==================== uart_rx
uart_rx/logic_types.png
Scale: 4 px per um.
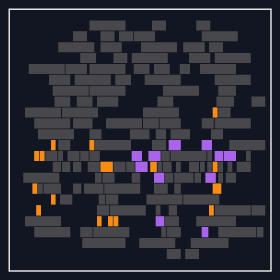

==> src/rtl/uart_pkg.sv <==
// Shared UART definitions: receiver state encoding, frame width and the
// bit-period helper. Intended to be shared with uart_tx as well.
package uart_pkg;

  localparam int unsigned DATA_BITS = 8;

  typedef enum logic [2:0] {
    IDLE  = 3'd0,
    START = 3'd1,
    DATA  = 3'd2,
    STOP  = 3'd3,
    BREAK = 3'd4
  } rx_state_e;

  // Clock cycles per serial bit, truncating integer division.
  function automatic int unsigned clks_per_bit(input int unsigned clk_freq,
                                               input int unsigned baud);
    return clk_freq / baud;
  endfunction

endpackage

==> src/rtl/sync_2ff.sv <==
// Two-flop synchroniser for a single asynchronous input.
// Ports:
//   clk   - destination clock
//   rst_n - asynchronous active-low reset (both flops reset to RESET_VAL)
//   d     - asynchronous input
//   q     - synchronised output, two cycles behind d
module sync_2ff #(
  parameter logic RESET_VAL = 1'b1
) (
  input  logic clk,
  input  logic rst_n,
  input  logic d,
  output logic q
);

  logic meta_q;
  logic sync_q;

  always_ff @(posedge clk or negedge rst_n) begin
    if (!rst_n) begin
      meta_q <= RESET_VAL;
      sync_q <= RESET_VAL;
    end else begin
      meta_q <= d;
      sync_q <= meta_q;
    end
  end

  assign q = sync_q;

endmodule

==> src/rtl/uart_rx.sv <==
// 8N1 UART receiver with mid-bit sampling, a valid/ready hold register,
// a framing-error pulse and a sticky overrun flag.
// Optional build macro: UART_RX_MAJORITY_EN selects 2-of-3 majority sampling
// around each sample point (decision one cycle after the nominal point).
// Ports:
//   clk, rst_n   - system clock, asynchronous active-low reset
//   rx           - asynchronous serial input, idle high
//   data         - received byte, stable while data_valid is high
//   data_valid   - data holds an unconsumed byte
//   data_ready   - consumer accepts the byte
//   frame_err    - one-cycle pulse when a stop bit is sampled low
//   overrun      - sticky, a byte was dropped because the hold register was full
//   overrun_clr  - clears overrun (a simultaneous set wins)
//   busy         - a frame is in progress
module uart_rx
  import uart_pkg::*;
#(
  parameter int unsigned CLK_FREQ = 95_000_000,
  parameter int unsigned BAUD     = 115200
) (
  input  logic                 clk,
  input  logic                 rst_n,
  input  logic                 rx,
  output logic [DATA_BITS-1:0] data,
  output logic                 data_valid,
  input  logic                 data_ready,
  output logic                 frame_err,
  output logic                 overrun,
  input  logic                 overrun_clr,
  output logic                 busy
);

  localparam int unsigned CLKS_PER_BIT = clks_per_bit(CLK_FREQ, BAUD);
  localparam int unsigned HALF_BIT     = CLKS_PER_BIT / 2;
  localparam int unsigned CNT_W        = $clog2(CLKS_PER_BIT + 1);
  localparam int unsigned BIT_W        = $clog2(DATA_BITS);

  localparam logic [CNT_W-1:0] START_PT = CNT_W'(HALF_BIT - 1);
  localparam logic [CNT_W-1:0] BIT_PT   = CNT_W'(CLKS_PER_BIT - 1);
  localparam logic [BIT_W-1:0] LAST_BIT = BIT_W'(DATA_BITS - 1);

  if (CLKS_PER_BIT < 8) begin : gen_cfg_err
    $error("uart_rx: CLK_FREQ/BAUD must be at least 8");
  end

  logic rx_s;

  sync_2ff #(
    .RESET_VAL(1'b1)
  ) u_sync (
    .clk  (clk),
    .rst_n(rst_n),
    .d    (rx),
    .q    (rx_s)
  );

  rx_state_e            state_q, state_d;
  logic [CNT_W-1:0]     cnt_q, cnt_d;
  logic [BIT_W-1:0]     bit_q, bit_d;
  logic [DATA_BITS-1:0] shift_q, shift_d;
  logic [DATA_BITS-1:0] data_q, data_d;
  logic                 valid_q, valid_d;
  logic                 fe_q, fe_d;
  logic                 ovr_q, ovr_d;

  logic [CNT_W-1:0] nom_pt;
  logic             decide;
  logic             sample;
  logic [CNT_W-1:0] reload;
  logic             good_stop;
  logic             bad_stop;

  assign nom_pt = (state_q == START) ? START_PT : BIT_PT;

`ifdef UART_RX_MAJORITY_EN
  logic vote0_q, vote1_q;

  always_ff @(posedge clk or negedge rst_n) begin
    if (!rst_n) begin
      vote0_q <= 1'b1;
      vote1_q <= 1'b1;
    end else begin
      if (cnt_q == nom_pt - CNT_W'(1)) vote0_q <= rx_s;
      if (cnt_q == nom_pt)             vote1_q <= rx_s;
    end
  end

  assign decide = (cnt_q == nom_pt + CNT_W'(1));
  assign sample = (vote0_q & vote1_q) | (vote0_q & rx_s) | (vote1_q & rx_s);
  // The decision lands one cycle past the nominal point, so restart at 1 to
  // keep the spacing between sample points equal to CLKS_PER_BIT.
  assign reload = CNT_W'(1);
`else
  assign decide = (cnt_q == nom_pt);
  assign sample = rx_s;
  assign reload = '0;
`endif

  always_comb begin
    state_d   = state_q;
    cnt_d     = cnt_q;
    bit_d     = bit_q;
    shift_d   = shift_q;
    good_stop = 1'b0;
    bad_stop  = 1'b0;
    case (state_q)
      IDLE: begin
        cnt_d = '0;
        bit_d = '0;
        if (!rx_s) state_d = START;
      end
      START: begin
        if (decide) begin
          if (!sample) begin
            state_d = DATA;
            cnt_d   = reload;
          end else begin
            // Start bit vanished before its midpoint: a glitch.
            state_d = IDLE;
            cnt_d   = '0;
          end
        end else begin
          cnt_d = cnt_q + CNT_W'(1);
        end
      end
      DATA: begin
        if (decide) begin
          cnt_d   = reload;
          shift_d = {sample, shift_q[DATA_BITS-1:1]};
          if (bit_q == LAST_BIT) begin
            bit_d   = '0;
            state_d = STOP;
          end else begin
            bit_d = bit_q + BIT_W'(1);
          end
        end else begin
          cnt_d = cnt_q + CNT_W'(1);
        end
      end
      STOP: begin
        if (decide) begin
          cnt_d = '0;
          if (sample) begin
            good_stop = 1'b1;
            state_d   = IDLE;
          end else begin
            bad_stop = 1'b1;
            state_d  = BREAK;
          end
        end else begin
          cnt_d = cnt_q + CNT_W'(1);
        end
      end
      BREAK: begin
        // Wait out a held-low line so it cannot retrigger a start.
        cnt_d = '0;
        if (rx_s) state_d = IDLE;
      end
      default: begin
        state_d = IDLE;
        cnt_d   = '0;
        bit_d   = '0;
      end
    endcase
  end

  always_comb begin
    data_d  = data_q;
    valid_d = valid_q;
    ovr_d   = ovr_q;
    fe_d    = bad_stop;
    if (valid_q && data_ready) valid_d = 1'b0;
    if (good_stop) begin
      if (!valid_q || data_ready) begin
        data_d  = shift_q;
        valid_d = 1'b1;
      end else begin
        ovr_d = 1'b1;
      end
    end
    if (good_stop && valid_q && !data_ready) begin
      ovr_d = 1'b1;
    end else if (overrun_clr) begin
      ovr_d = 1'b0;
    end
  end

  always_ff @(posedge clk or negedge rst_n) begin
    if (!rst_n) begin
      state_q <= IDLE;
      cnt_q   <= '0;
      bit_q   <= '0;
      shift_q <= '0;
      data_q  <= '0;
      valid_q <= 1'b0;
      fe_q    <= 1'b0;
      ovr_q   <= 1'b0;
    end else begin
      state_q <= state_d;
      cnt_q   <= cnt_d;
      bit_q   <= bit_d;
      shift_q <= shift_d;
      data_q  <= data_d;
      valid_q <= valid_d;
      fe_q    <= fe_d;
      ovr_q   <= ovr_d;
    end
  end

  assign data       = data_q;
  assign data_valid = valid_q;
  assign frame_err  = fe_q;
  assign overrun    = ovr_q;
  assign busy       = (state_q != IDLE);

endmodule
==> config.mk <==
export PLATFORM = sky130hd
export DESIGN_NAME = uart_rx
export DESIGN_NICKNAME = d
export VERILOG_FILES = /design/src/rtl/uart_pkg.sv /design/src/rtl/sync_2ff.sv /design/src/rtl/uart_rx.sv
export SDC_FILE = /design/constraint.sdc
export NUM_CORES = 1
export LEC_CHECK = 0
export CORE_UTILIZATION = 41
export CTS_CLUSTER_DIAMETER = 40
export CTS_CLUSTER_SIZE = 24
export DETAILED_ROUTE_END_ITERATION = 7
export GPL_TIMING_DRIVEN = 0
export SLEW_MARGIN = 20
export SYNTH_ARGS = -nofsm -noshare
export SYNTH_HDL_FRONTEND = slang
export SYNTH_SLANG_ARGS = --single-unit
==> constraint.sdc <==
create_clock -name clk -period 5.3 [get_ports clk]
set_clock_uncertainty 0.05 [all_clocks]
set_input_delay 0.53 -clock clk [delete_from_list [all_inputs] [get_ports clk]]
set_output_delay 0.53 -clock clk [all_outputs]
set_load 0.02 [all_outputs]
==================== vproc_vrot_unit
### src/rtl/vproc_custom.sv
// Shared types and constants for the custom-instruction execution units.
// Holds the dispatch descriptor struct and the vector-rotate unit's state encoding.
package vproc_custom;

    localparam int unsigned ROT_AMOUNT_BIT = 8;
    localparam int unsigned VROT_VREG_W    = 128;
    localparam int unsigned VROT_OP_W      = 32;
    localparam int unsigned VROT_VL_BIT    = $clog2(VROT_VREG_W);
    localparam int unsigned VROT_CHUNKS    = VROT_VREG_W / VROT_OP_W;

    typedef struct packed {
        logic [ROT_AMOUNT_BIT-1:0] rotation_amount;
        logic [ROT_AMOUNT_BIT-1:0] temp_rotation_amount;
        logic [VROT_VL_BIT-1:0]    vector_length;
    } custom_instr_signals;

    typedef enum logic [2:0] {
        IDLE,
        NORM,
        LOAD,
        ROT,
        DRAIN
    } vrot_state_e;

endpackage

### src/rtl/vproc_vrot_byte_rotator.sv
// Combinational byte permutation: rotates the first vl bytes down by r, leaves the tail intact.
// Expects r < vl (already reduced), so the wrap needs only one conditional subtract.
module vproc_vrot_byte_rotator
    import vproc_custom::*;
#(
    parameter int unsigned VREG_W = VROT_VREG_W
) (
    input  logic [VREG_W-1:0]         buf_i,
    input  logic [ROT_AMOUNT_BIT-1:0] rot_i,
    input  logic [$clog2(VREG_W)-1:0] vl_i,
    output logic [VREG_W-1:0]         res_o
);

    localparam int NBYTES = int'(VREG_W / 8);

    always_comb begin
        int vlc;
        int idx;
        res_o = buf_i;
        idx   = 0;
        vlc   = (int'(vl_i) > NBYTES) ? NBYTES : int'(vl_i);
        for (int i = 0; i < NBYTES; i++) begin
            idx = i + int'(rot_i);
            if (idx >= vlc) begin
                idx = idx - vlc;
            end
            // Bound check only matters when r was not reduced below vl.
            if ((i < vlc) && (idx < NBYTES)) begin
                res_o[i*8 +: 8] = buf_i[idx*8 +: 8];
            end
        end
    end

endmodule

### src/rtl/vproc_vrot_unit.sv
// Vector byte-rotate execution stage: accepts a descriptor, streams the source register in,
// reduces the rotation modulo vl, permutes once, then streams the result out chunk by chunk.
module vproc_vrot_unit
    import vproc_custom::*;
#(
    parameter int unsigned VREG_W = VROT_VREG_W,
    parameter int unsigned OP_W   = VROT_OP_W
) (
    input  logic                clk_i,
    input  logic                sync_rst_i,
    input  logic                op_valid_i,
    output logic                op_ready_o,
    input  custom_instr_signals op_sig_i,
    input  logic                in_valid_i,
    output logic                in_ready_o,
    input  logic [OP_W-1:0]     in_data_i,
    output logic                out_valid_o,
    input  logic                out_ready_i,
    output logic [OP_W-1:0]     out_data_o,
    output logic                out_last_o,
    output logic                busy_o
);

    localparam int unsigned CHUNKS = VREG_W / OP_W;
    localparam int unsigned CNT_W  = (CHUNKS > 1) ? $clog2(CHUNKS) : 1;
    localparam int unsigned VL_W   = $clog2(VREG_W);
    localparam int unsigned NBYTES = VREG_W / 8;
    localparam logic [CNT_W-1:0] LAST_CNT = CNT_W'(CHUNKS - 1);

    vrot_state_e               state_q;
    logic [CNT_W-1:0]          cnt_q;
    logic [ROT_AMOUNT_BIT-1:0] r_q;
    logic [VL_W-1:0]           vl_q;
    logic [VREG_W-1:0]         buf_q;
    logic [VREG_W-1:0]         res_q;
    logic                      op_ready_q;
    logic                      in_ready_q;
    logic                      out_valid_q;
    logic                      out_last_q;
    logic [OP_W-1:0]           out_data_q;
    logic                      busy_q;

    logic [VL_W-1:0]           vlIn;
    logic [ROT_AMOUNT_BIT-1:0] vlExt;
    logic [CNT_W-1:0]          cntNext_d;
    logic [VREG_W-1:0]         rotRes;

    // Clamp at latch time so NORM reduces r below the effective length, keeping r < vl in ROT.
    assign vlIn      = (int'(op_sig_i.vector_length) > int'(NBYTES)) ? VL_W'(NBYTES)
                                                                     : VL_W'(op_sig_i.vector_length);
    assign vlExt     = ROT_AMOUNT_BIT'(vl_q);
    assign cntNext_d = cnt_q + 1'b1;

    vproc_vrot_byte_rotator #(
        .VREG_W (VREG_W)
    ) u_rotator (
        .buf_i (buf_q),
        .rot_i (r_q),
        .vl_i  (vl_q),
        .res_o (rotRes)
    );

    always_ff @(posedge clk_i) begin
        if (sync_rst_i) begin
            state_q     <= IDLE;
            cnt_q       <= '0;
            r_q         <= '0;
            vl_q        <= '0;
            op_ready_q  <= 1'b1;
            in_ready_q  <= 1'b0;
            out_valid_q <= 1'b0;
            out_last_q  <= 1'b0;
            out_data_q  <= '0;
            busy_q      <= 1'b0;
        end else begin
            unique case (state_q)
                IDLE: begin
                    if (op_valid_i) begin
                        r_q        <= op_sig_i.rotation_amount;
                        vl_q       <= vlIn;
                        op_ready_q <= 1'b0;
                        busy_q     <= 1'b1;
                        state_q    <= NORM;
                    end
                end
                NORM: begin
                    if (vl_q == '0) begin
                        r_q        <= '0;
                        in_ready_q <= 1'b1;
                        state_q    <= LOAD;
                    end else if (r_q >= vlExt) begin
                        r_q <= r_q - vlExt;
                    end else begin
                        in_ready_q <= 1'b1;
                        state_q    <= LOAD;
                    end
                end
                LOAD: begin
                    if (in_valid_i) begin
                        buf_q[cnt_q*OP_W +: OP_W] <= in_data_i;
                        if (cnt_q == LAST_CNT) begin
                            cnt_q      <= '0;
                            in_ready_q <= 1'b0;
                            state_q    <= ROT;
                        end else begin
                            cnt_q <= cntNext_d;
                        end
                    end
                end
                ROT: begin
                    res_q       <= rotRes;
                    out_data_q  <= rotRes[OP_W-1:0];
                    out_valid_q <= 1'b1;
                    out_last_q  <= (CHUNKS == 1);
                    state_q     <= DRAIN;
                end
                DRAIN: begin
                    if (out_ready_i) begin
                        if (cnt_q == LAST_CNT) begin
                            cnt_q       <= '0;
                            out_valid_q <= 1'b0;
                            out_last_q  <= 1'b0;
                            out_data_q  <= '0;
                            busy_q      <= 1'b0;
                            op_ready_q  <= 1'b1;
                            state_q     <= IDLE;
                        end else begin
                            cnt_q      <= cntNext_d;
                            out_data_q <= res_q[cntNext_d*OP_W +: OP_W];
                            out_last_q <= (cntNext_d == LAST_CNT);
                        end
                    end
                end
                default: begin
                    state_q <= IDLE;
                end
            endcase
        end
    end

    assign op_ready_o  = op_ready_q;
    assign in_ready_o  = in_ready_q;
    assign out_valid_o = out_valid_q;
    assign out_last_o  = out_last_q;
    assign out_data_o  = out_data_q;
    assign busy_o      = busy_q;

endmodule

### config.mk
export PLATFORM = sky130hd
export DESIGN_NAME = vproc_vrot_unit
export DESIGN_NICKNAME = d
export VERILOG_FILES = /design/src/rtl/vproc_custom.sv /design/src/rtl/vproc_vrot_byte_rotator.sv /design/src/rtl/vproc_vrot_unit.sv
export SDC_FILE = /design/constraint.sdc
export NUM_CORES = 2
export LEC_CHECK = 0
export ABC_AREA = 1
export ABC_CLOCK_PERIOD_IN_PS = 8700
export CAP_MARGIN = 5
export CELL_PAD_IN_SITES_DETAIL_PLACEMENT = 1
export CELL_PAD_IN_SITES_GLOBAL_PLACEMENT = 2
export CORE_ASPECT_RATIO = 1.4
export CORE_MARGIN = 2
export CORE_UTILIZATION = 35
export CTS_CLUSTER_DIAMETER = 120
export CTS_CLUSTER_SIZE = 24
export DETAILED_ROUTE_END_ITERATION = 6
export PLACE_DENSITY_LB_ADDON = 0.1
export SLEW_MARGIN = 20
export SYNTH_ARGS = -nofsm -noshare
export SYNTH_HDL_FRONTEND = slang
export SYNTH_SLANG_ARGS = --single-unit
export TNS_END_PERCENT = 20
### constraint.sdc
create_clock -name clk_i -period 8.7 [get_ports clk_i]
set_input_delay 0.87 -clock clk_i [delete_from_list [all_inputs] [get_ports clk_i]]
set_output_delay 0.87 -clock clk_i [all_outputs]
set_load 0.03 [all_outputs]
==================== ps2_key_decoder
`src/rtl/ps2_key_decoder.sv`:
```
// ps2_key_decoder
// ---------------------------------------------------------------------------
// PS/2 keyboard receiver. Deserialises device-to-host frames and turns
// arrow, WASD and R make codes into single-cycle move pulses for calc.
// Typematic repeats and break codes never produce a pulse, so one physical
// press gives exactly one move.
//
// Parameters
//   FILTER_LEN  ps2_clk glitch filter depth in clk cycles
//   TIMEOUT     clk cycles without a ps2_clk falling edge before a partial
//               frame is dropped
//
// Ports
//   clk         system clock
//   rst         synchronous active-high reset
//   ps2_clk     raw keyboard clock (asynchronous)
//   ps2_data    raw keyboard data (asynchronous)
//   up/down/left/right/key_rst
//               one-cycle key pulses, at most one high per cycle
//   scan_code   last correctly received byte, held
//   scan_valid  one-cycle pulse when scan_code updates
//   frame_err   one-cycle pulse on bad start/parity/stop or timeout
// ---------------------------------------------------------------------------
module ps2_key_decoder #(
    parameter int FILTER_LEN = 8,
    parameter int TIMEOUT    = 25000
) (
    input  logic       clk,
    input  logic       rst,
    input  logic       ps2_clk,
    input  logic       ps2_data,
    output logic       up,
    output logic       down,
    output logic       left,
    output logic       right,
    output logic       key_rst,
    output logic [7:0] scan_code,
    output logic       scan_valid,
    output logic       frame_err
);

    localparam int TO_W  = $clog2(TIMEOUT + 1);
    localparam int NKEYS = 9;

    // {ext, byte} for every decoded key. Entries come in pairs (arrow, WASD)
    // that share an output, so entry gi drives output group gi/2.
    localparam logic [NKEYS*9-1:0] KEY_TABLE = {
        9'h02D,             // 8: R        -> key_rst
        9'h023, 9'h174,     // 7,6: D / E0 74 -> right
        9'h01C, 9'h16B,     // 5,4: A / E0 6B -> left
        9'h01B, 9'h172,     // 3,2: S / E0 72 -> down
        9'h01D, 9'h175      // 1,0: W / E0 75 -> up
    };

    typedef enum logic [1:0] {
        IDLE   = 2'd0,
        DATA   = 2'd1,
        PARITY = 2'd2,
        STOP   = 2'd3
    } state_t;

    // ---------------------------------------------------------------
    // Synchronisers and ps2_clk glitch filter
    // ---------------------------------------------------------------
    logic [1:0]            clk_sync_reg;
    logic [1:0]            data_sync_reg;
    logic [FILTER_LEN-1:0] clk_hist_reg;
    logic                  clk_filt_reg;
    logic                  clk_fall;
    logic                  din;

    always_ff @(posedge clk) begin
        if (rst) begin
            clk_sync_reg  <= 2'b11;
            data_sync_reg <= 2'b11;
            clk_hist_reg  <= '1;
            clk_filt_reg  <= 1'b1;
        end else begin
            clk_sync_reg  <= {clk_sync_reg[0], ps2_clk};
            data_sync_reg <= {data_sync_reg[0], ps2_data};
            clk_hist_reg  <= {clk_hist_reg[FILTER_LEN-2:0], clk_sync_reg[1]};
            if (&clk_hist_reg) begin
                clk_filt_reg <= 1'b1;
            end else if (~|clk_hist_reg) begin
                clk_filt_reg <= 1'b0;
            end
        end
    end

    // The falling edge is recognised in the cycle the history window becomes
    // all zeros while the filtered clock is still high.
    assign clk_fall = clk_filt_reg & ~|clk_hist_reg;
    assign din      = data_sync_reg[1];

    // ---------------------------------------------------------------
    // Frame FSM
    // ---------------------------------------------------------------
    state_t          state_reg, state_next;
    logic [2:0]      bit_cnt_reg, bit_cnt_next;
    logic [7:0]      shift_reg, shift_next;
    logic            parity_reg, parity_next;
    logic [TO_W-1:0] to_cnt_reg, to_cnt_next;
    logic            byte_ok_next;
    logic            ferr_next;
    logic            scan_valid_reg;
    logic            frame_err_reg;
    logic [7:0]      scan_code_reg;

    always_ff @(posedge clk) begin
        if (rst) begin
            state_reg      <= IDLE;
            bit_cnt_reg    <= 3'd0;
            shift_reg      <= 8'h00;
            parity_reg     <= 1'b0;
            to_cnt_reg     <= '0;
            scan_valid_reg <= 1'b0;
            frame_err_reg  <= 1'b0;
            scan_code_reg  <= 8'h00;
        end else begin
            state_reg      <= state_next;
            bit_cnt_reg    <= bit_cnt_next;
            shift_reg      <= shift_next;
            parity_reg     <= parity_next;
            to_cnt_reg     <= to_cnt_next;
            scan_valid_reg <= byte_ok_next;
            frame_err_reg  <= ferr_next;
            if (byte_ok_next) begin
                scan_code_reg <= shift_reg;
            end
        end
    end

    always_comb begin
        state_next   = state_reg;
        bit_cnt_next = bit_cnt_reg;
        shift_next   = shift_reg;
        parity_next  = parity_reg;
        to_cnt_next  = '0;
        byte_ok_next = 1'b0;
        ferr_next    = 1'b0;

        // Timeout only runs while a frame is in progress.
        if (!clk_fall && state_reg != IDLE) begin
            to_cnt_next = to_cnt_reg + 1'b1;
        end

        case (state_reg)
            IDLE: begin
                if (clk_fall) begin
                    if (!din) begin
                        state_next   = DATA;
                        bit_cnt_next = 3'd0;
                    end else begin
                        ferr_next = 1'b1;
                    end
                end
            end
            DATA: begin
                if (clk_fall) begin
                    shift_next   = {din, shift_reg[7:1]};
                    bit_cnt_next = bit_cnt_reg + 3'd1;
                    if (bit_cnt_reg == 3'd7) begin
                        state_next = PARITY;
                    end
                end
            end
            PARITY: begin
                if (clk_fall) begin
                    parity_next = din;
                    state_next  = STOP;
                end
            end
            STOP: begin
                if (clk_fall) begin
                    if (din && ((^shift_reg) ^ parity_reg)) begin
                        byte_ok_next = 1'b1;
                    end else begin
                        ferr_next = 1'b1;
                    end
                    state_next = IDLE;
                end
            end
            default: state_next = IDLE;
        endcase

        if (state_reg != IDLE && !clk_fall && to_cnt_reg == TO_W'(TIMEOUT - 1)) begin
            state_next  = IDLE;
            ferr_next   = 1'b1;
            to_cnt_next = '0;
        end
    end

    // ---------------------------------------------------------------
    // Key decode, one cycle behind scan_valid
    // ---------------------------------------------------------------
    logic             ext_reg, ext_next;
    logic             brk_reg, brk_next;
    logic [NKEYS-1:0] held_reg, held_next;
    logic [NKEYS-1:0] key_match;
    logic [NKEYS-1:0] fire;
    logic             up_reg, down_reg, left_reg, right_reg, key_rst_reg;

    generate
        for (genvar gi = 0; gi < NKEYS; gi++) begin : g_match
            assign key_match[gi] = ({ext_reg, scan_code_reg} == KEY_TABLE[gi*9 +: 9]);
        end
    endgenerate

    always_comb begin
        ext_next  = ext_reg;
        brk_next  = brk_reg;
        held_next = held_reg;
        fire      = '0;

        if (frame_err_reg) begin
            // A damaged frame invalidates any pending prefix.
            ext_next = 1'b0;
            brk_next = 1'b0;
        end else if (scan_valid_reg) begin
            if (scan_code_reg == 8'hE0) begin
                ext_next = 1'b1;
            end else if (scan_code_reg == 8'hF0) begin
                brk_next = 1'b1;
            end else begin
                ext_next = 1'b0;
                brk_next = 1'b0;
                for (int i = 0; i < NKEYS; i++) begin
                    if (key_match[i]) begin
                        if (brk_reg) begin
                            held_next[i] = 1'b0;
                        end else if (!held_reg[i]) begin
                            fire[i]      = 1'b1;
                            held_next[i] = 1'b1;
                        end
                    end
                end
            end
        end
    end

    always_ff @(posedge clk) begin
        if (rst) begin
            ext_reg     <= 1'b0;
            brk_reg     <= 1'b0;
            held_reg    <= '0;
            up_reg      <= 1'b0;
            down_reg    <= 1'b0;
            left_reg    <= 1'b0;
            right_reg   <= 1'b0;
            key_rst_reg <= 1'b0;
        end else begin
            ext_reg     <= ext_next;
            brk_reg     <= brk_next;
            held_reg    <= held_next;
            up_reg      <= fire[0] | fire[1];
            down_reg    <= fire[2] | fire[3];
            left_reg    <= fire[4] | fire[5];
            right_reg   <= fire[6] | fire[7];
            key_rst_reg <= fire[8];
        end
    end

    assign up         = up_reg;
    assign down       = down_reg;
    assign left       = left_reg;
    assign right      = right_reg;
    assign key_rst    = key_rst_reg;
    assign scan_code  = scan_code_reg;
    assign scan_valid = scan_valid_reg;
    assign frame_err  = frame_err_reg;

endmodule

```
`config.mk`:
```
export PLATFORM = sky130hd
export DESIGN_NAME = ps2_key_decoder
export DESIGN_NICKNAME = d
export VERILOG_FILES = /design/src/rtl/ps2_key_decoder.sv
export SDC_FILE = /design/constraint.sdc
export NUM_CORES = 1
export LEC_CHECK = 0
export CORE_MARGIN = 2
export CORE_UTILIZATION = 35
export DETAILED_ROUTE_END_ITERATION = 7
export SETUP_SLACK_MARGIN = 0.15
export SYNTH_ARGS = -nofsm -noshare
export SYNTH_HDL_FRONTEND = slang
export SYNTH_SLANG_ARGS = --single-unit
```
`constraint.sdc`:
```
create_clock -name clk -period 1.8 [get_ports clk]
set_input_delay 0.54 -clock clk [delete_from_list [all_inputs] [get_ports clk]]
set_output_delay 0.54 -clock clk [all_outputs]
set_load 0.02 [all_outputs]
```
==================== famicom_bus_master
$ cat src/rtl/famicom_bus_pkg.sv
// Shared types and constants for the Famicom cartridge bus master.
package famicom_bus_pkg;

   typedef enum logic {
      PH_LOW  = 1'b0,
      PH_HIGH = 1'b1
   } phase_t;

   localparam int M2_LOW_CLKS_DEF  = 6;
   localparam int M2_HIGH_CLKS_DEF = 6;

   localparam logic [14:0] RESET_ADDR = 15'h7FFF;

endpackage

$ cat src/rtl/famicom_irq_sync.sv
// Two-flop synchroniser for the cartridge /IRQ line; output is the active-high level.
module famicom_irq_sync (
   input  logic clk,
   input  logic reset,
   input  logic irq,
   output logic irq_active
);

   logic [1:0] sync_q;

   // The flops carry the inverted pin so irq_active comes straight from a register.
   always_ff @(posedge clk) begin
      if (reset) begin
         sync_q <= 2'b00;
      end else begin
         sync_q <= {sync_q[0], ~irq};
      end
   end

   assign irq_active = sync_q[1];

endmodule

$ cat src/rtl/famicom_bus_master.sv
// Famicom CPU-side bus master: generates M2 and runs one cartridge cycle per M2 period.
// Optional IRQ synchroniser enabled by defining FAMICOM_BUS_MASTER_IRQ_SYNC_EN.
module famicom_bus_master
   import famicom_bus_pkg::*;
#(
   parameter int M2_LOW_CLKS  = M2_LOW_CLKS_DEF,
   parameter int M2_HIGH_CLKS = M2_HIGH_CLKS_DEF
) (
   input  logic        clk,
   input  logic        reset,
   input  logic        req_valid,
   output logic        req_ready,
   input  logic [15:0] req_addr,
   input  logic        req_rw,
   input  logic [7:0]  req_wdata,
   output logic        rsp_valid,
   output logic [7:0]  rsp_rdata,
   output logic        m2,
   output logic        romsel,
   output logic        cpu_rw,
   output logic [14:0] cpu_addr,
   output logic [7:0]  cpu_data_out,
   output logic        cpu_data_oe,
   input  logic [7:0]  cpu_data_in,
   input  logic        irq,
   output logic        irq_active
);

   if (M2_LOW_CLKS < 2) begin : g_bad_low
      $error("M2_LOW_CLKS must be at least 2");
   end
   if (M2_HIGH_CLKS < 2) begin : g_bad_high
      $error("M2_HIGH_CLKS must be at least 2");
   end

   localparam int MAX_CLKS = (M2_LOW_CLKS > M2_HIGH_CLKS) ? M2_LOW_CLKS : M2_HIGH_CLKS;
   localparam int CNT_W    = $clog2(MAX_CLKS);
   localparam logic [CNT_W-1:0] LOW_LAST  = CNT_W'(M2_LOW_CLKS - 1);
   localparam logic [CNT_W-1:0] HIGH_LAST = CNT_W'(M2_HIGH_CLKS - 1);

   phase_t           phase, phase_nxt;
   logic [CNT_W-1:0] cnt, cnt_nxt;
   logic             end_low, end_high, accept, ready_nxt;
   logic             active, lat_rw, lat_a15;
   logic [7:0]       lat_wdata;

   // Handshake: a request transfers on a rising clk edge where req_valid && req_ready;
   // req_ready is high only in the last clk of M2-high, so at most one transfer per bus cycle.
   always_comb begin
      phase_nxt = phase;
      cnt_nxt   = cnt + CNT_W'(1);
      end_low   = 1'b0;
      end_high  = 1'b0;
      case (phase)
         PH_LOW: if (cnt == LOW_LAST) begin
            end_low   = 1'b1;
            phase_nxt = PH_HIGH;
            cnt_nxt   = '0;
         end
         PH_HIGH: if (cnt == HIGH_LAST) begin
            end_high  = 1'b1;
            phase_nxt = PH_LOW;
            cnt_nxt   = '0;
         end
         default: ;
      endcase
      accept    = req_valid && req_ready;
      ready_nxt = (phase_nxt == PH_HIGH) && (cnt_nxt == HIGH_LAST);
   end

   always_ff @(posedge clk) begin
      if (reset) begin
         phase <= PH_LOW;
         cnt   <= '0;
      end else begin
         phase <= phase_nxt;
         cnt   <= cnt_nxt;
      end
   end

   // Outputs change only on phase boundaries; 'active' marks a real (non-dummy) bus cycle.
   always_ff @(posedge clk) begin
      if (reset) begin
         m2           <= 1'b0;
         romsel       <= 1'b1;
         cpu_rw       <= 1'b1;
         cpu_addr     <= RESET_ADDR;
         cpu_data_out <= 8'h00;
         cpu_data_oe  <= 1'b0;
         req_ready    <= 1'b0;
         rsp_valid    <= 1'b0;
         rsp_rdata    <= 8'h00;
         active       <= 1'b0;
         lat_rw       <= 1'b1;
         lat_a15      <= 1'b0;
         lat_wdata    <= 8'h00;
      end else begin
         req_ready <= ready_nxt;
         rsp_valid <= 1'b0;
         if (end_low) begin
            m2          <= 1'b1;
            romsel      <= ~(active && lat_a15);
            cpu_data_oe <= active && !lat_rw;
            if (active && !lat_rw) cpu_data_out <= lat_wdata;
         end
         if (end_high) begin
            m2          <= 1'b0;
            romsel      <= 1'b1;
            cpu_data_oe <= 1'b0;
            rsp_valid   <= active;
            if (active && lat_rw) rsp_rdata <= cpu_data_in;
            active <= accept;
            if (accept) begin
               lat_rw    <= req_rw;
               lat_a15   <= req_addr[15];
               lat_wdata <= req_wdata;
               cpu_addr  <= req_addr[14:0];
               cpu_rw    <= req_rw;
            end else begin
               cpu_rw <= 1'b1;
            end
         end
      end
   end

`ifdef FAMICOM_BUS_MASTER_IRQ_SYNC_EN
   famicom_irq_sync u_irq_sync (
      .clk        (clk),
      .reset      (reset),
      .irq        (irq),
      .irq_active (irq_active)
   );
`else
   logic unused_irq;
   assign unused_irq = irq;
   assign irq_active = 1'b0;
`endif

endmodule

$ cat config.mk
export PLATFORM = sky130hd
export DESIGN_NAME = famicom_bus_master
export DESIGN_NICKNAME = d
export VERILOG_FILES = /design/src/rtl/famicom_bus_pkg.sv /design/src/rtl/famicom_irq_sync.sv /design/src/rtl/famicom_bus_master.sv
export SDC_FILE = /design/constraint.sdc
export NUM_CORES = 1
export LEC_CHECK = 0
export CELL_PAD_IN_SITES_DETAIL_PLACEMENT = 1
export CELL_PAD_IN_SITES_GLOBAL_PLACEMENT = 1
export CORE_AREA = 2 2 89 91
export DETAILED_ROUTE_END_ITERATION = 16
export DIE_AREA = 0 0 91 93
export PLACE_DENSITY = 0.72
export SETUP_SLACK_MARGIN = 0.5
export SLEW_MARGIN = 20
export SYNTH_ARGS = -nofsm -noshare
export SYNTH_HDL_FRONTEND = slang
export SYNTH_HIERARCHICAL = 1
export SYNTH_SLANG_ARGS = --single-unit
$ cat constraint.sdc
create_clock -name clk -period 1.3 [get_ports clk]
set_input_delay 0.26 -clock clk [delete_from_list [all_inputs] [get_ports clk]]
set_output_delay 0.26 -clock clk [all_outputs]
set_load 0.01 [all_outputs]
uart_rx/clocks.png
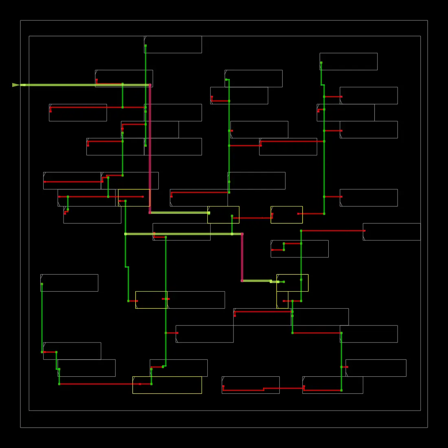
final-layout clock buffer total: 5
CTS buffer count: 5
CTS Sinks: 37
clk ins delay skew pair: 0.28 ns

uart_rx/clk_routes.png
Scale: 4 px per um.
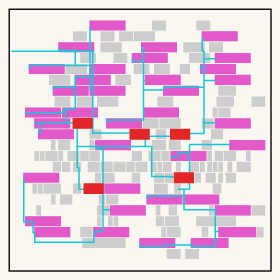
red -> clock drivers  # count 5
magenta -> flip-flops  # count 37
cyan -> clock wires  # length 439 um
routed clock nets = 6

## Picture notes: uart_rx/logic_types.png
purple -> aoi and oai cells  # cells 11
orange -> nor cells  # cells 16, most used nor2_1
combinational share of cell area: 0.332
Commonest Layout Cell: dfrtp_1
fin cells: 202

==> reports/results.ini, uart_rx <==
[synth]
async_reset_ff_frac = 1.00
top_cell_area_share = 0.537
ys_cells = 130
ys_sh_xor = 0.0430

[floorplanning]
dieArea_sq_um = 4230
rows = 22

[clock_network]
post_cts_resized = 0

[run_status]
run_status = finished, final reports clean

[cells_and_area]
design.seq.count = 37
combGateArea_sq_um = 657

[worst_setup_path]
rr_startpoint = cnt_q[0]
cp_slowest_cell = nor3_1
reg2reg_slack_ns = 2.89
endpoint = shift_q[7]

[routing]
vias = 1071
wl_met2_um = 1360
ant_nets = 0
drtIter0Drc = 85
routed.top_layer = met4
routed_via_density = 5.30

[timing]
tightest_slew_ns = 0.692
rsz0062_at_grt = false

[place]
port_buffers = 16

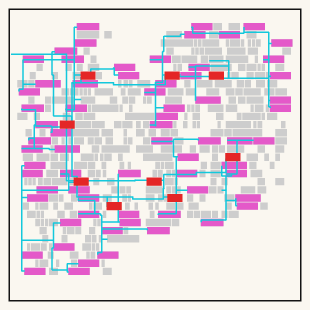
ps2_key_decoder/clk_routes.png
Scale: 3 px per um.
magenta -> flip-flops  # count 68
cyan -> clock wires  # length 891 um
red -> clock drivers  # count 9
flops lie = spread over the die

==> reports/results.ini, ps2_key_decoder <==
[worst_setup_path]
critPathBufInv = 2
cp.depth = 7
reg2reg_slack_ns = 0.06

[timing]
min_period_ns = 1.74
clock_skew_ns = 0.0158
setup_ws_ns = 0.0621
finalCritPeriodShare = 0.966
fin_setup_tns_ns = 0

[cells_and_area]
regArea_sq_um = 1410
drive_gt1_frac = 0.386
design.seq.count = 68
fin_nets = 401
combGateArea_sq_um = 1880
lay_top_cells = dfxtp_1, buf_4, nor2_1

[global_route]
grtUsageMet2 = 0.244

[routing]
first_pass_iters = 4
wl_met3_um = 261

[place]
gp_congestion = 0.829
dp_hpwl_um = 4400

[clock_network]
cts_sinks = 68
htree_levels = 3

[run_status]
run_status = finished, final reports clean

[synth]
ys_chip_area_sq_um = 3010
simple_gate_area_frac = 0.290
synth_warnings = 0

famicom_bus_master/logic_types.png
Scale: 3 px per um.
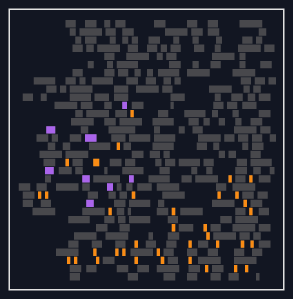
purple -> aoi and oai cells  # cells 8
orange -> nor cells  # cells 36, most used nor2_1

==> reports/results.ini, famicom_bus_master <==
[run_status]
run_status = finished with violations
violations = setup timing

[cells_and_area]
top_register = cpu_addr
finish.instance_area_sq_um = 3410
dominant_cells = sequential cells
signal_buffers = 98
drive_gt1_frac = 0.410
largest_reg_flops = 15
fillers = 869

[routing]
drtIter0Drc = 42
ant_nets = 0
routed_wl_um = 5130
routed.top_layer = met4
first_pass_iters = 2

[synth]
syn_avg_cell_area_sq_um = 10.1
top_cell = dfxtp_1
ys_chip_area_sq_um = 2170
ys_sh_xor = 0
synth_warnings = 6
synth.logic.top_family = simple AND/OR/NAND/NOR gates

[place]
placed_cell_area_sq_um = 3070
gp_congestion = 0.694

[clock_network]
htree_levels = 2
clock.latency.late_pin_ns = 0.31

[worst_setup_path]
crit_arrival_ns = 1.63
max_stage_delay_ns = 0.33
rr_startpoint = cnt[1]
critical_path_required_ns = 1.54
critPathKind = reg2reg

[floorplanning]
die_y_um = 93
io-pin-count = 75

[timing]
setup_ws_ns = -0.0883
setup-violations-final = 42

vproc_vrot_unit/wires.png
Scale: 1 px per um.
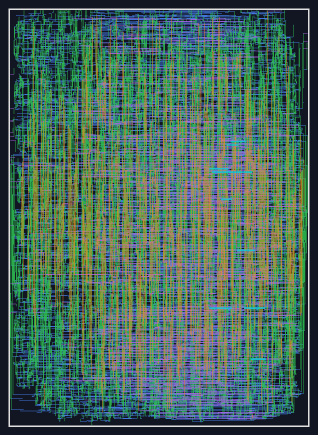
purple -> metal 3  # wire length 33.5 mm
green -> metal 2  # wire length 127 mm
orange -> metal 4  # wire length 34.6 mm
blue -> metal 1  # wire length 107 mm
cyan -> metal 5  # wire length 160 um

==> reports/results.ini, vproc_vrot_unit <==
[run_status]
run_status = finished with violations
violations = DRC

[routing]
vias = 56300
drc = 1
first_pass_iters = 7
wl_met1_um = 107000
ant_nets = 0
wire_per_inst_um = 35.1
drtIter0Drc = 7511

[worst_setup_path]
endpoint = res_q[82]
critPathMaxFanout = 33
cp.depth = 19
crit_chain = ha_1 > inv_4 > nand2_1 > xor2_1 > ha_1 > a21oi_1 > nor2_1 > a311oi_1 > ha_1 > nand2_2 > o21ai_2 > buf_4 > clkinv_1 > nand3_1 > nand3_1 > nand3_1 > nand2_1 > nand2_1 > nand2_1

[synth]
yosys.stat.seqShare = 0.209
synth.area.mux_share = 0.000236
ys_sh_xor = 0.0200
ys_types = 67
top_cell = nand2_1

[global_route]
grt_max_degree = 129

[timing]
rsz0062_at_grt = false
maxSlewHeadroom = 0.0949
finalCritPeriodShare = 0.808
whs_ns = 0.468
setup-violations-final = 0
fin_setup_tns_ns = 0

[hold_path]
holdPathStages = 2

[floorplanning]
core_sq_um = 121000
taps = 1606
rows = 151

[cells_and_area]
drive_gt1_frac = 0.0675
combGateArea_sq_um = 29100
regArea_sq_um = 8830



==> gallery <==
Wiring by layer.
panel A
Scale: 4 px per um.
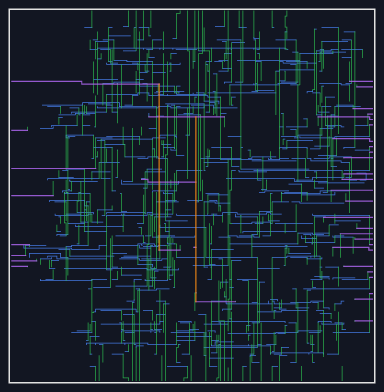
panel B
Scale: 4 px per um.
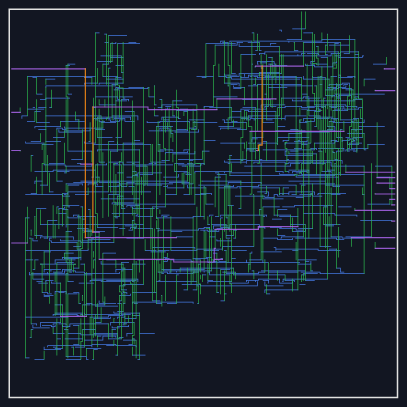
panel C
Scale: 8 px per um.
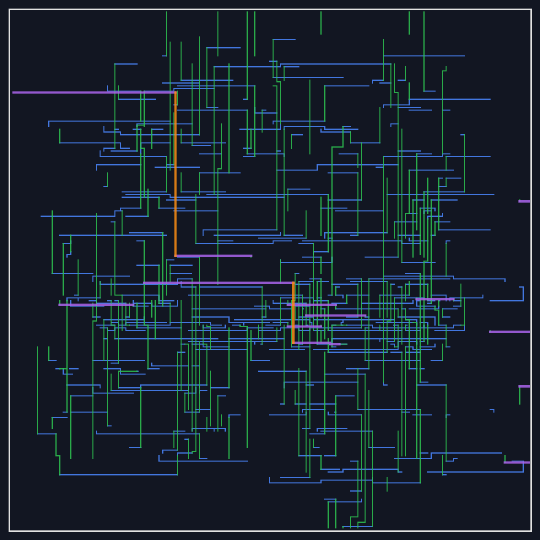
For ps2_key_decoder, see panel B.
For uart_rx, see panel C.
For famicom_bus_master, see panel A.

Key to panel B:
purple -> metal 3  # wire length 261 um
blue -> metal 1  # wire length 3110 um
green -> metal 2  # wire length 3350 um
orange -> metal 4  # wire length 95.4 um


==> gallery <==
Floorplan with the power grid.
picture 1
Scale: 4 px per um. Pins as bars on the die edge.
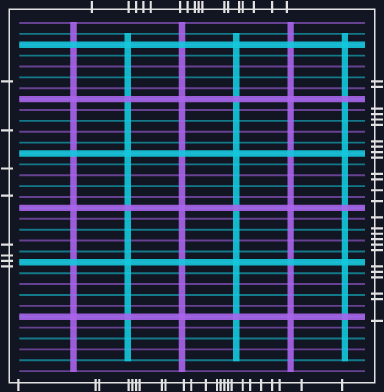
picture 2
Scale: 6 px per um. Pins as bars on the die edge.
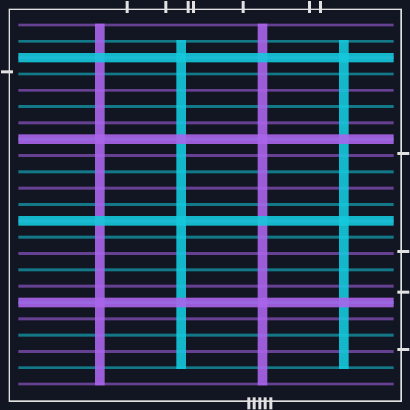
picture 3
Scale: 1 px per um. Pins as bars on the die edge.
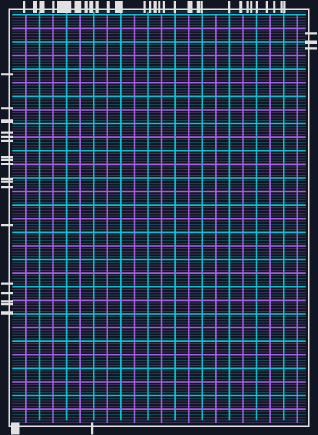
picture 4
Scale: 4 px per um. Pins as bars on the die edge.
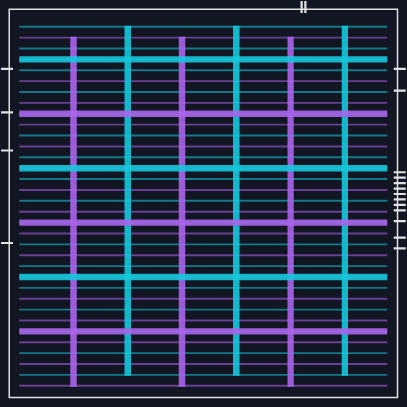
For ps2_key_decoder, see picture 4.
For uart_rx, see picture 2.
For famicom_bus_master, see picture 1.
For vproc_vrot_unit, see picture 3.

Key to picture 4:
purple -> VSS
cyan -> VDD
signal pins = 19
rows = 33

